# serial_to_parallel

Fig. 1: serial_to_parallel, placement density heat map
Scale: 4 px per um. The die is cut into 8 by 8 equal tiles; black is low, pale yellow is high, 0 to 100% covered.
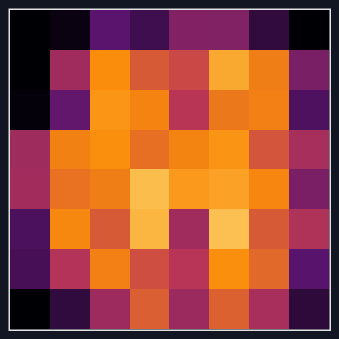

`src/rtl/serial_to_parallel_pkg.sv`:
```
// Shared types and constants for the serial-to-parallel converter.
package serial_to_parallel_pkg;

    localparam int unsigned DEFAULT_WIDTH = 32;

    typedef enum logic {
        IDLE,
        SHIFT
    } state_t;

    // Bit-count register width: enough to hold the value w without wrapping.
    function automatic int unsigned cnt_bits(input int unsigned w);
        return $clog2(w + 1);
    endfunction

endpackage

```
`src/rtl/serial_to_parallel.sv`:
```
// Assembles MSB-first serial frames into WIDTH-bit words with a one-deep output buffer.
module serial_to_parallel
    import serial_to_parallel_pkg::*;
#(
    parameter int unsigned WIDTH = DEFAULT_WIDTH
) (
    input  logic             CLK,
    input  logic             RESET,
    input  logic             S_START,
    input  logic             S_VALID,
    input  logic             S_IN,
    input  logic             P_READY,
    input  logic             CLR_ERR,
    output logic [WIDTH-1:0] P_OUT,
    output logic             P_VALID,
    output logic             OVERRUN,
    output logic             FRAME_ERR,
    output logic             BUSY
);

    localparam int unsigned CW = cnt_bits(WIDTH);

    state_t           state;
    logic [CW-1:0]    bit_cnt;
    logic [WIDTH-1:0] shift_reg;
    logic [WIDTH-1:0] shift_nxt;
    logic [WIDTH-1:0] first_bit;
    logic             word_done;

    always_comb begin
        shift_nxt = {shift_reg[WIDTH-2:0], S_IN};
        first_bit = WIDTH'(S_IN);
        word_done = (state == SHIFT) && S_VALID && !S_START && (bit_cnt == CW'(WIDTH - 1));
    end

    assign BUSY = (state == SHIFT);

    always_ff @(posedge CLK) begin
        if (RESET) begin
            state     <= IDLE;
            bit_cnt   <= '0;
            shift_reg <= '0;
            P_OUT     <= '0;
            P_VALID   <= 1'b0;
            OVERRUN   <= 1'b0;
            FRAME_ERR <= 1'b0;
        end else begin
            // Clear first so a same-cycle error event below wins.
            if (CLR_ERR) begin
                OVERRUN   <= 1'b0;
                FRAME_ERR <= 1'b0;
            end

            if (word_done) begin
                if (!P_VALID || P_READY) begin
                    P_OUT   <= shift_nxt;
                    P_VALID <= 1'b1;
                end else begin
                    OVERRUN <= 1'b1;
                end
            end else if (P_VALID && P_READY) begin
                P_VALID <= 1'b0;
            end

            if (S_VALID) begin
                unique case (state)
                    IDLE: begin
                        if (S_START) begin
                            shift_reg <= first_bit;
                            bit_cnt   <= CW'(1);
                            state     <= SHIFT;
                        end
                    end
                    SHIFT: begin
                        if (S_START) begin
                            FRAME_ERR <= 1'b1;
                            shift_reg <= first_bit;
                            bit_cnt   <= CW'(1);
                        end else begin
                            shift_reg <= shift_nxt;
                            if (word_done) begin
                                bit_cnt <= '0;
                                state   <= IDLE;
                            end else begin
                                bit_cnt <= bit_cnt + CW'(1);
                            end
                        end
                    end
                    default: state <= IDLE;
                endcase
            end
        end
    end

endmodule

```
`config.mk`:
```
export PLATFORM = sky130hd
export DESIGN_NAME = serial_to_parallel
export DESIGN_NICKNAME = d
export VERILOG_FILES = /design/src/rtl/serial_to_parallel_pkg.sv /design/src/rtl/serial_to_parallel.sv
export SDC_FILE = /design/constraint.sdc
export NUM_CORES = 1
export LEC_CHECK = 0
export CORE_UTILIZATION = 43
export CTS_CLUSTER_DIAMETER = 50
export CTS_CLUSTER_SIZE = 12
export DETAILED_ROUTE_END_ITERATION = 10
export PLACE_DENSITY_LB_ADDON = 0.3
export SYNTH_ARGS = -nofsm -noshare
export SYNTH_HDL_FRONTEND = slang
export SYNTH_SLANG_ARGS = --single-unit
```
`constraint.sdc`:
```
create_clock -name CLK -period 2.7 [get_ports CLK]
set_input_delay 0.405 -clock CLK [delete_from_list [all_inputs] [get_ports CLK]]
set_output_delay 0.405 -clock CLK [all_outputs]
set_load 0.1 [all_outputs]
```
# sie_event_tracker

<file path="src/rtl/sie_event_tracker_pkg.sv">
// sie_event_tracker_pkg: shared state encoding and constants for the SIE event tracker.
package sie_event_tracker_pkg;
   typedef enum logic [1:0] {
      ST_IDLE       = 2'd0,
      ST_ONSET      = 2'd1,
      ST_ACTIVE     = 2'd2,
      ST_REFRACTORY = 2'd3
   } state_t;
   localparam logic [2:0]  DOMINANT_NONE              = 3'd7;
   localparam int          DEFAULT_ONSET_SAMPLES      = 8;
   localparam int          DEFAULT_REFRACTORY_SAMPLES = 400;
   localparam logic [17:0] Q14_ONE                    = 18'h04000;
endpackage

</file>
<file path="src/rtl/sie_event_fsm.sv">
// sie_event_fsm: single-harmonic onset/active/refractory tracker with event statistics.
module sie_event_fsm
   import sie_event_tracker_pkg::*;
#(
   parameter int WIDTH              = 18,
   parameter int ONSET_SAMPLES      = DEFAULT_ONSET_SAMPLES,
   parameter int REFRACTORY_SAMPLES = DEFAULT_REFRACTORY_SAMPLES,
   parameter int CNT_WIDTH          = 16
) (
   input  logic                 clk,
   input  logic                 rst,
   input  logic                 clk_en,
   input  logic                 sie,
   input  logic [WIDTH-1:0]     gain,
   output logic                 event_active,
   output logic                 event_start,
   output logic                 event_end,
   output logic [CNT_WIDTH-1:0] event_count,
   output logic [CNT_WIDTH-1:0] last_duration,
   output logic [WIDTH-1:0]     last_peak,
   output logic [WIDTH-1:0]     run_peak
);
   // One timer serves both the onset debounce and the refractory lockout.
   localparam int TMAX = ONSET_SAMPLES > REFRACTORY_SAMPLES ? ONSET_SAMPLES : REFRACTORY_SAMPLES;
   localparam int TW   = $clog2(TMAX + 2);

   state_t               state, state_n;
   logic [TW-1:0]        timer, timer_n;
   logic [CNT_WIDTH-1:0] dur, dur_n, count_n, ldur_n;
   logic [WIDTH-1:0]     peak_n, lpeak_n, gain_pos;
   logic                 start_n, end_n;

   assign gain_pos     = gain[WIDTH-1] ? '0 : gain;
   assign event_active = (state == ST_ACTIVE);

   always_comb begin
      state_n = state;
      timer_n = timer;
      dur_n   = dur;
      peak_n  = run_peak;
      count_n = event_count;
      ldur_n  = last_duration;
      lpeak_n = last_peak;
      start_n = 1'b0;
      end_n   = 1'b0;
      if (clk_en) begin
         case (state)
            ST_IDLE: if (sie) begin
               state_n = ST_ONSET;
               timer_n = TW'(1);
            end
            ST_ONSET: if (!sie) begin
               state_n = ST_IDLE;
            end else if (int'(timer) + 1 >= ONSET_SAMPLES) begin
               state_n = ST_ACTIVE;
               start_n = 1'b1;
               count_n = &event_count ? event_count : event_count + 1'b1;
               dur_n   = CNT_WIDTH'(ONSET_SAMPLES);
               peak_n  = gain_pos;
            end else begin
               timer_n = timer + 1'b1;
            end
            ST_ACTIVE: if (sie) begin
               dur_n  = &dur ? dur : dur + 1'b1;
               peak_n = $signed(gain_pos) > $signed(run_peak) ? gain_pos : run_peak;
            end else begin
               state_n = ST_REFRACTORY;
               end_n   = 1'b1;
               ldur_n  = dur;
               lpeak_n = run_peak;
               timer_n = '0;
            end
            default: if (int'(timer) + 1 >= REFRACTORY_SAMPLES) begin
               state_n = ST_IDLE;
               timer_n = '0;
            end else begin
               timer_n = timer + 1'b1;
            end
         endcase
      end
   end

   always_ff @(posedge clk or negedge rst) begin
      if (!rst) begin
         state         <= ST_IDLE;
         timer         <= '0;
         dur           <= '0;
         run_peak      <= '0;
         event_count   <= '0;
         last_duration <= '0;
         last_peak     <= '0;
         event_start   <= 1'b0;
         event_end     <= 1'b0;
      end else begin
         state         <= state_n;
         timer         <= timer_n;
         dur           <= dur_n;
         run_peak      <= peak_n;
         event_count   <= count_n;
         last_duration <= ldur_n;
         last_peak     <= lpeak_n;
         event_start   <= start_n;
         event_end     <= end_n;
      end
   end
endmodule

</file>
<file path="src/rtl/sie_event_tracker.sv">
// sie_event_tracker: per-harmonic SIE event trackers plus dominant-harmonic arbiter.
module sie_event_tracker
   import sie_event_tracker_pkg::*;
#(
   parameter int WIDTH              = 18,
   parameter int FRAC               = 14,
   parameter int NUM_HARMONICS      = 5,
   parameter int ONSET_SAMPLES      = DEFAULT_ONSET_SAMPLES,
   parameter int REFRACTORY_SAMPLES = DEFAULT_REFRACTORY_SAMPLES,
   parameter int CNT_WIDTH          = 16
) (
   input  logic                               clk,
   input  logic                               rst,
   input  logic                               clk_en,
   input  logic [NUM_HARMONICS-1:0]           sie_per_harmonic,
   input  logic [NUM_HARMONICS*WIDTH-1:0]     gain_per_harmonic_packed,
   output logic [NUM_HARMONICS-1:0]           event_active,
   output logic [NUM_HARMONICS-1:0]           event_start,
   output logic [NUM_HARMONICS-1:0]           event_end,
   output logic [NUM_HARMONICS*CNT_WIDTH-1:0] event_count_packed,
   output logic [NUM_HARMONICS*CNT_WIDTH-1:0] last_duration_packed,
   output logic [NUM_HARMONICS*WIDTH-1:0]     last_peak_packed,
   output logic                               any_active,
   output logic [2:0]                         dominant_idx
);
   logic [WIDTH-1:0] peaks [NUM_HARMONICS];
   logic [WIDTH-1:0] best;
   logic [2:0]       dom_n;
   logic             found;

   for (genvar h = 0; h < NUM_HARMONICS; h++) begin : g_h
      sie_event_fsm #(
         .WIDTH(WIDTH),
         .ONSET_SAMPLES(ONSET_SAMPLES),
         .REFRACTORY_SAMPLES(REFRACTORY_SAMPLES),
         .CNT_WIDTH(CNT_WIDTH)
      ) u_fsm (
         .clk(clk),
         .rst(rst),
         .clk_en(clk_en),
         .sie(sie_per_harmonic[h]),
         .gain(gain_per_harmonic_packed[h*WIDTH +: WIDTH]),
         .event_active(event_active[h]),
         .event_start(event_start[h]),
         .event_end(event_end[h]),
         .event_count(event_count_packed[h*CNT_WIDTH +: CNT_WIDTH]),
         .last_duration(last_duration_packed[h*CNT_WIDTH +: CNT_WIDTH]),
         .last_peak(last_peak_packed[h*WIDTH +: WIDTH]),
         .run_peak(peaks[h])
      );
   end

   assign any_active = |event_active;

   // Strict greater-than keeps the lowest index on ties.
   always_comb begin
      dom_n = DOMINANT_NONE;
      best  = '0;
      found = 1'b0;
      for (int i = 0; i < NUM_HARMONICS; i++) begin
         if (event_active[i] && (!found || $signed(peaks[i]) > $signed(best))) begin
            dom_n = 3'(i);
            best  = peaks[i];
            found = 1'b1;
         end
      end
   end

   always_ff @(posedge clk or negedge rst) begin
      if (!rst) dominant_idx <= DOMINANT_NONE;
      else      dominant_idx <= dom_n;
   end
endmodule
</file>
<file path="config.mk">
export PLATFORM = sky130hd
export DESIGN_NAME = sie_event_tracker
export DESIGN_NICKNAME = d
export VERILOG_FILES = /design/src/rtl/sie_event_tracker_pkg.sv /design/src/rtl/sie_event_fsm.sv /design/src/rtl/sie_event_tracker.sv
export SDC_FILE = /design/constraint.sdc
export NUM_CORES = 1
export LEC_CHECK = 0
export ABC_AREA = 1
export CAP_MARGIN = 10
export CORE_MARGIN = 8
export CORE_UTILIZATION = 55
export DETAILED_ROUTE_END_ITERATION = 12
export PLACE_DENSITY = 0.89
export SLEW_MARGIN = 10
export SYNTH_ARGS = -nofsm -noshare
export SYNTH_HDL_FRONTEND = slang
export SYNTH_SLANG_ARGS = --single-unit
</file>
<file path="constraint.sdc">
create_clock -name clk -period 7.3 [get_ports clk]
set_clock_uncertainty 0.15 [all_clocks]
set_input_delay 0.73 -clock clk [delete_from_list [all_inputs] [get_ports clk]]
set_output_delay 0.73 -clock clk [all_outputs]
set_load 0.1 [all_outputs]
</file>
# alu_operand_stage

<file path="src/rtl/cpu_pkg.sv">
// Shared datapath definitions: forward-select codes and default widths.
package cpu_pkg;

  localparam int unsigned DATA_W = 32;
  localparam int unsigned REG_W  = 5;

  // Operand source chosen by the forwarding logic; 2'b11 is never produced.
  typedef enum logic [1:0] {
    FWD_RF    = 2'b00,
    FWD_MEMWB = 2'b01,
    FWD_EXMEM = 2'b10
  } fwd_sel_t;

endpackage : cpu_pkg

</file>
<file path="src/rtl/fwd_detect.sv">
// Per-operand forwarding comparator and 3:1 source selector (combinational).
// Ports:
//   addr_i            source register number
//   rf_data_i         register-file read data for addr_i
//   exmem_*_i         EX/MEM write-enable, destination, result
//   memwb_*_i         MEM/WB write-enable, destination, writeback data
//   data_o            selected operand value
//   sel_o             forward-select code for the chosen source
module fwd_detect
  import cpu_pkg::*;
#(
  parameter int unsigned WIDTH   = DATA_W,
  parameter int unsigned RADDR_W = REG_W
) (
  input  logic [RADDR_W-1:0] addr_i,
  input  logic [WIDTH-1:0]   rf_data_i,
  input  logic               exmem_regwrite_i,
  input  logic [RADDR_W-1:0] exmem_rd_i,
  input  logic [WIDTH-1:0]   exmem_result_i,
  input  logic               memwb_regwrite_i,
  input  logic [RADDR_W-1:0] memwb_rd_i,
  input  logic [WIDTH-1:0]   memwb_result_i,
  output logic [WIDTH-1:0]   data_o,
  output fwd_sel_t           sel_o
);

  logic addr_nz;
  logic exmem_hit;
  logic memwb_hit;

  // Register 0 is hard-wired, so a latch claiming to write it never forwards.
  assign addr_nz   = (addr_i != '0);
  assign exmem_hit = exmem_regwrite_i && (exmem_rd_i == addr_i) && addr_nz;
  assign memwb_hit = memwb_regwrite_i && (memwb_rd_i == addr_i) && addr_nz;

  // EX/MEM holds the younger result, so it wins over MEM/WB.
  always_comb begin
    data_o = rf_data_i;
    sel_o  = FWD_RF;
    if (exmem_hit) begin
      data_o = exmem_result_i;
      sel_o  = FWD_EXMEM;
    end else if (memwb_hit) begin
      data_o = memwb_result_i;
      sel_o  = FWD_MEMWB;
    end
  end

endmodule : fwd_detect

</file>
<file path="src/rtl/alu_operand_stage.sv">
// ID/EX operand-selection stage: forwarding for rs/rt, ALUSrc immediate
// select on operand B, and the ID/EX output registers with stall and flush.
// Ports:
//   clk, rst_n                   clock, async active-low reset
//   stall, flush                 hold outputs / insert bubble (flush wins)
//   in_valid                     ID-stage instruction valid
//   rs_addr, rt_addr             source register numbers
//   rdata1, rdata2, imm          register-file data and sign-extended immediate
//   alusrc                       1 = imm on operand B
//   exmem_*, memwb_*             forwarding latch triples
//   out_valid                    registered instruction valid
//   alu_a, alu_b, store_data     registered operands and store data
//   fwd_a, fwd_b                 registered forward-select codes
module alu_operand_stage
  import cpu_pkg::*;
#(
  parameter int unsigned WIDTH   = DATA_W,
  parameter int unsigned RADDR_W = REG_W
) (
  input  logic               clk,
  input  logic               rst_n,
  input  logic               stall,
  input  logic               flush,
  input  logic               in_valid,
  input  logic [RADDR_W-1:0] rs_addr,
  input  logic [RADDR_W-1:0] rt_addr,
  input  logic [WIDTH-1:0]   rdata1,
  input  logic [WIDTH-1:0]   rdata2,
  input  logic [WIDTH-1:0]   imm,
  input  logic               alusrc,
  input  logic               exmem_regwrite,
  input  logic [RADDR_W-1:0] exmem_rd,
  input  logic [WIDTH-1:0]   exmem_result,
  input  logic               memwb_regwrite,
  input  logic [RADDR_W-1:0] memwb_rd,
  input  logic [WIDTH-1:0]   memwb_result,
  output logic               out_valid,
  output logic [WIDTH-1:0]   alu_a,
  output logic [WIDTH-1:0]   alu_b,
  output logic [WIDTH-1:0]   store_data,
  output logic [1:0]         fwd_a,
  output logic [1:0]         fwd_b
);

  logic [WIDTH-1:0] rs_val;
  logic [WIDTH-1:0] rt_val;
  fwd_sel_t         rs_sel;
  fwd_sel_t         rt_sel;

  logic             valid_q, valid_d;
  logic [WIDTH-1:0] alu_a_q, alu_a_d;
  logic [WIDTH-1:0] alu_b_q, alu_b_d;
  logic [WIDTH-1:0] store_q, store_d;
  fwd_sel_t         fwd_a_q, fwd_a_d;
  fwd_sel_t         fwd_b_q, fwd_b_d;

  // Operand A source (rs).
  fwd_detect #(
    .WIDTH   (WIDTH),
    .RADDR_W (RADDR_W)
  ) u_fwd_rs (
    .addr_i           (rs_addr),
    .rf_data_i        (rdata1),
    .exmem_regwrite_i (exmem_regwrite),
    .exmem_rd_i       (exmem_rd),
    .exmem_result_i   (exmem_result),
    .memwb_regwrite_i (memwb_regwrite),
    .memwb_rd_i       (memwb_rd),
    .memwb_result_i   (memwb_result),
    .data_o           (rs_val),
    .sel_o            (rs_sel)
  );

  // Operand B / store-data source (rt).
  fwd_detect #(
    .WIDTH   (WIDTH),
    .RADDR_W (RADDR_W)
  ) u_fwd_rt (
    .addr_i           (rt_addr),
    .rf_data_i        (rdata2),
    .exmem_regwrite_i (exmem_regwrite),
    .exmem_rd_i       (exmem_rd),
    .exmem_result_i   (exmem_result),
    .memwb_regwrite_i (memwb_regwrite),
    .memwb_rd_i       (memwb_rd),
    .memwb_result_i   (memwb_result),
    .data_o           (rt_val),
    .sel_o            (rt_sel)
  );

  // Next-state: flush clears, stall holds, otherwise load (data loads
  // regardless of in_valid; consumers qualify with out_valid).
  always_comb begin
    valid_d = valid_q;
    alu_a_d = alu_a_q;
    alu_b_d = alu_b_q;
    store_d = store_q;
    fwd_a_d = fwd_a_q;
    fwd_b_d = fwd_b_q;
    if (flush) begin
      valid_d = 1'b0;
      alu_a_d = '0;
      alu_b_d = '0;
      store_d = '0;
      fwd_a_d = FWD_RF;
      fwd_b_d = FWD_RF;
    end else if (!stall) begin
      valid_d = in_valid;
      alu_a_d = rs_val;
      alu_b_d = alusrc ? imm : rt_val;
      store_d = rt_val;
      fwd_a_d = rs_sel;
      fwd_b_d = rt_sel;
    end
  end

  // ID/EX boundary registers.
  always_ff @(posedge clk or negedge rst_n) begin
    if (!rst_n) begin
      valid_q <= 1'b0;
      alu_a_q <= '0;
      alu_b_q <= '0;
      store_q <= '0;
      fwd_a_q <= FWD_RF;
      fwd_b_q <= FWD_RF;
    end else begin
      valid_q <= valid_d;
      alu_a_q <= alu_a_d;
      alu_b_q <= alu_b_d;
      store_q <= store_d;
      fwd_a_q <= fwd_a_d;
      fwd_b_q <= fwd_b_d;
    end
  end

  assign out_valid  = valid_q;
  assign alu_a      = alu_a_q;
  assign alu_b      = alu_b_q;
  assign store_data = store_q;
  assign fwd_a      = fwd_a_q;
  assign fwd_b      = fwd_b_q;

endmodule : alu_operand_stage

</file>
<file path="config.mk">
export PLATFORM = sky130hd
export DESIGN_NAME = alu_operand_stage
export DESIGN_NICKNAME = d
export VERILOG_FILES = /design/src/rtl/cpu_pkg.sv /design/src/rtl/fwd_detect.sv /design/src/rtl/alu_operand_stage.sv
export SDC_FILE = /design/constraint.sdc
export NUM_CORES = 1
export LEC_CHECK = 0
export CAP_MARGIN = 20
export CORE_MARGIN = 4
export CORE_UTILIZATION = 46
export CTS_BUF_LIST = sky130_fd_sc_hd__clkbuf_8 sky130_fd_sc_hd__clkbuf_16
export CTS_CLUSTER_DIAMETER = 60
export DETAILED_ROUTE_END_ITERATION = 16
export PLACE_DENSITY = 0.85
export SYNTH_ARGS = -nofsm -noshare
export SYNTH_HDL_FRONTEND = slang
export SYNTH_SLANG_ARGS = --single-unit
</file>
<file path="constraint.sdc">
create_clock -name clk -period 2.8 [get_ports clk]
set_clock_uncertainty 0.2 [all_clocks]
set_input_delay 0.28 -clock clk [delete_from_list [all_inputs] [get_ports clk]]
set_output_delay 0.28 -clock clk [all_outputs]
set_load 0.05 [all_outputs]
</file>
Fig. 2: serial_to_parallel, M2 wires
Scale: 4 px per um.
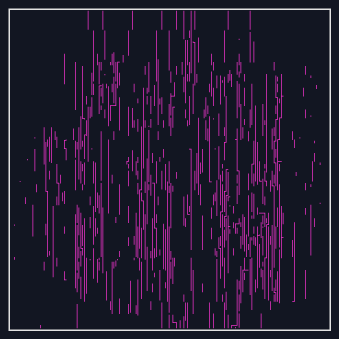
The layer carries 2450 um of wire. The layer holds 47% of the routed length. The longest straight run is 29.9 um. 273 nets have wire on it.
Routed WL: 5200 um
via count: 2165
met2 usage: 27.8%

## Picture notes: Fig. 1
The fullest tile reaches 86%. The mean over all tiles is 49%. The densest ninth of the die: center. 17% of the tiles are over 75% full. 7.8% of the tiles are nearly empty.
core area: 5680 sq um
Core Util, Final: 56.6%
Pre-Place Util: 45.9%

==> results_slide.txt, serial_to_parallel <==
Implementation Results

Outcome
  • Run status: complete, no violations

Synth
  • Register area share after synthesis: around 56%
  • Top-area cell share: approximately 56%
  • Xor/xnor share: 0%
  • Ys Warns: 0

Routing
  • Via density: ~5.2
  • DRC viols: 0
  • Post-route ant nets: 0

Cells and area
  • # clk buffers: 11
  • Clk cell area share: just over 7%
  • Leading cell kind: sequential cells
  • Most used logic cell in the final layout: dfxtp_1

Place
  • RePlAce Congestion: 0.870
  • Pre-CTS WS: approximately 0.35 ns

Power
  • Sequential share of power: 51.3%
  • Top Consumer: registers

CTS
  • Cts hold-fix bufs: 0
  • CTS root buffer: clkbuf_8
  • Gates resized, CTS repair: 0

Setup path
  • Max stage delay on crit path: a little under 0.6 ns
  • Crit path DRT: between 2 and 3 ns

Global route
  • Number of global-route vias before repair: 1937

Die
  • Chip width: ~80 um
  • Top-Level Pins: 43
[serial_to_parallel: final timing paths]
path / endpoint / from / slack (ns)
worst max-delay path: P_OUT[22]$_SDFFE_PP0P_ / S_START / 0.70
worst min-delay path: P_OUT[31]$_SDFFE_PP0P_ / shift_reg[30]$_SDFFE_PP0P_ / 0.46
worst max register to register: P_OUT[22]$_SDFFE_PP0P_ / bit_cnt[0]$_SDFFE_PP0P_ / 0.81
worst min register to register: P_OUT[31]$_SDFFE_PP0P_ / shift_reg[30]$_SDFFE_PP0P_ / 0.46
[serial_to_parallel: layer usage]
| metal | wire length, um | up-vias | global-route usage (%) |
|---|---|---|---|
| li1 | - | 1098 | - |
| met1 | 2420 | 1006 | 22.8 |
| met2 | 2450 | 50 | 27.8 |
| met3 | 220 | 11 | 3.43 |
| met4 | 120 | 0 | 10.2 |
| met5 | 0 | - | 0 |
[serial_to_parallel: stage by stage]
step	instance area, sq um	hold WS [ns]	power [mW]	util [%]	cells
floorplan	2610	0.432	1.16	-	300
global placement	2980	0.443	1.18	52.5	398
detailed placement	2980	0.448	1.18	52.5	398
CTS	3210	0.459	2.14	56.6	414
global route	3210	0.479	2.19	56.6	414
finish	3210	0.456	2.11	56.6	414
Fig. 3: alu_operand_stage, clock routing
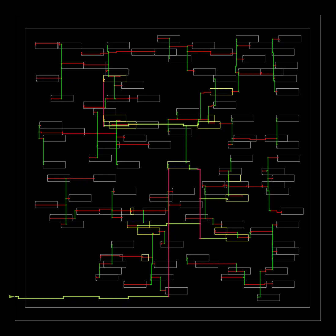
TritonCTS Buffers: 9
Flops: 101

==> results_slide.txt, alu_operand_stage <==
Implementation Results

Outcome
  • Run status: complete, no violations

CTS
  • Clock sinks: between 100 and 150
  • CTS tree: built

Global route
  • Number of global-route vias before repair: between 7000 and 8000

Synth
  • Top-area cell share: between 30% and 40%
  • Adder-cell share of the synthesized area: 0%
  • Flops & latches, synth: between 100 and 150
  • Register area share after synthesis: between 30% and 40%
  • Ys Warns: 0
  • Comb area leader: AND-OR/OR-AND gates
  • Syn_nets: 939
  • Dominant flop cell: dfrtp_1
  • Cell variety after synth: 35
  • Ys cells: 751
  • Syn Area/Cell: 8.44 sq um

Power
  • Top Consumer: registers
  • Worst vdd ir: roughly 0.26 mV
  • P_seq: 1.61 mW

Timing
  • Final Max Slew Viols: 0

Place
  • Placed cell area: ~9500 sq um

Setup path
  • R2r startpoint: alu_b[28]$_DFFE_PN0P_
  • CP endpoint: alu_b[14]$_DFFE_PN0P_
  • End of the worst register-to-register path: alu_b[28]$_DFFE_PN0P_

Cells and area
  • Fin nets: 1194
  • Buffer share of cell area: about a third
  • Post-route cell area: between 9000 and 10000 sq um
  • Fillers: 1030

Worst hold path
  • Worst hold path type: register to register
alu_operand_stage: flip-flops by register name, summed over array words and instances, names as in the netlist:
name        flops
alu_a          32
alu_b          32
store_data     32
fwd_a           2
fwd_b           2
out_valid       1
alu_operand_stage: critical path: stages:
cell and delay, ns:
clkdlybuf4s50_1 0.51, xor2_1 0.19, nor4_2 0.34, buf_4 0.24
buf_4 0.22, a21boi_0 0.16, o311ai_1 0.39, a221oi_1 0.13
alu_operand_stage: per-stage QoR:
step	utilization [%]	total power, mW	hold WS, ns	TNS, ns	std cells
3_3_place_gp	71.0	2.97	0.184	0	1170
5_1_grt	73.3	4.40	0.317	0	1186
2_1_floorplan	-	2.31	-0.216	0	751
3_5_place_dp	71.0	2.99	0.185	-0.0191	1170
4_1_cts	73.3	4.27	0.289	0	1186
6_report	73.3	4.26	0.285	0	1186
alu_operand_stage: per-layer routing:
layer  track usage, %  wire (um)  vias up
met1             39.9       9940     3507
li1                 -          -     3279
met4             14.2       1120        2
met3             7.46       2480       90
met2             53.2      12300      502
met5                0         13        -
Fig. 4: sie_event_tracker, M2 wires
Scale: 1.5 px per um.
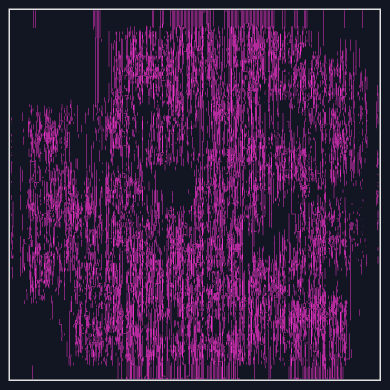
The layer carries 39.0 mm of wire. The wires run mostly vertical. The layer holds 46% of the routed length.
met2 usage: 44.0%
Routed WL: 84500 um
via count: 27000

==> results_slide.txt, sie_event_tracker <==
Implementation Results

Timing
  • Post-route minimum period: approximately 6.7 ns

Synth
  • Cell variety after synth: 50
  • Dominant flop cell: dfrtp_1
  • Post-synth EDFFs: 0
  • Async S/R FF share, synth: 100%
  • Post-Syn Instances: around 3900
  • Syn Area/Cell: 7.50 sq um

Cells and area
  • Multi-input combinational area share: between 40% and 50%
  • Leading registers by flop count: g_h.u_fsm.last_peak (85), g_h.u_fsm.run_peak (85)
  • Core Util, Final: around two thirds

Place
  • Dpl cells: 4823

CTS
  • Worst-path clk slew: around 0.060 ns

Setup path
  • CP Buf/Inv Count: 4
  • Worst reg-to-reg path cell count: approximately 50
  • CP most frequent cell: nand2_1
  • Startpoint Class: register

Global route
  • Antenna violations before repair: 12

Power
  • Final Total Pwr: about 14 mW

Outcome
  • Run status: complete, no violations
[sie_event_tracker: per-layer routing]
metal,up-vias,track usage [%],share of wire [%]
met5,-,0,0.097
met4,12,12.1,4.7
met3,252,6.14,8.1
met2,999,44.0,46
met1,12700,34.8,41
li1,13000,-,-
[sie_event_tracker: worst paths after layout]
kind	from	endpoint	slack (ns)
setup / recovery	g_h[0].u_fsm.state[1]$_DFFE_PN0P_	dominant_idx[1]$_DFF_PN1_	0.62
hold / removal	rst	g_h[1].u_fsm.dur[7]$_DFFE_PN0P_	0.009
setup reg to reg	g_h[0].u_fsm.state[1]$_DFFE_PN0P_	dominant_idx[1]$_DFF_PN1_	0.62
hold reg to reg	g_h[1].u_fsm.last_duration[11]$_DFFE_PN0P_	g_h[1].u_fsm.last_duration[11]$_DFFE_PN0P_	0.32
max in group asynchronous	rst	g_h[4].u_fsm.last_duration[7]$_DFFE_PN0P_	5.70
min in group clk	g_h[1].u_fsm.last_duration[11]$_DFFE_PN0P_	g_h[1].u_fsm.last_duration[11]$_DFFE_PN0P_	0.32


==> screenshots <==
Register map, names as in the netlist.
picture 1
Scale: 3 px per um. Other sequential cells in the stronger gray, the rest of the logic in the fainter gray.
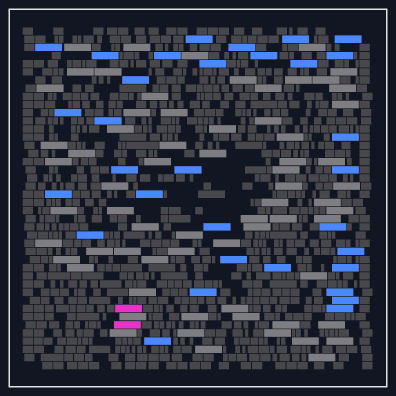
picture 2
Scale: 1.5 px per um. Other sequential cells in the stronger gray, the rest of the logic in the fainter gray.
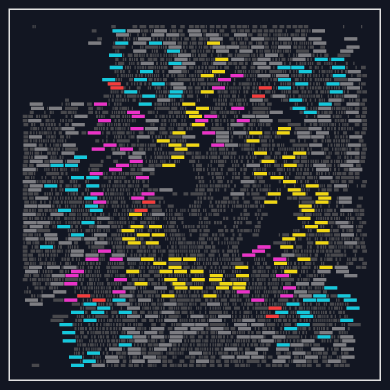
picture 3
Scale: 4 px per um. Other sequential cells in the stronger gray, the rest of the logic in the fainter gray.
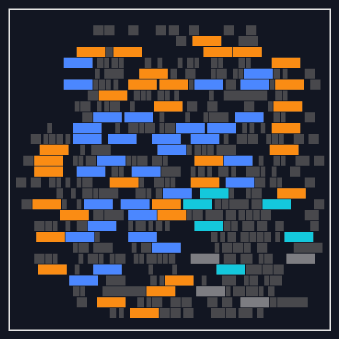
picture 3: serial_to_parallel
picture 2: sie_event_tracker
picture 1: alu_operand_stage
- most sequential cells: picture 2

Power is estimated from default activity; no workload was simulated.
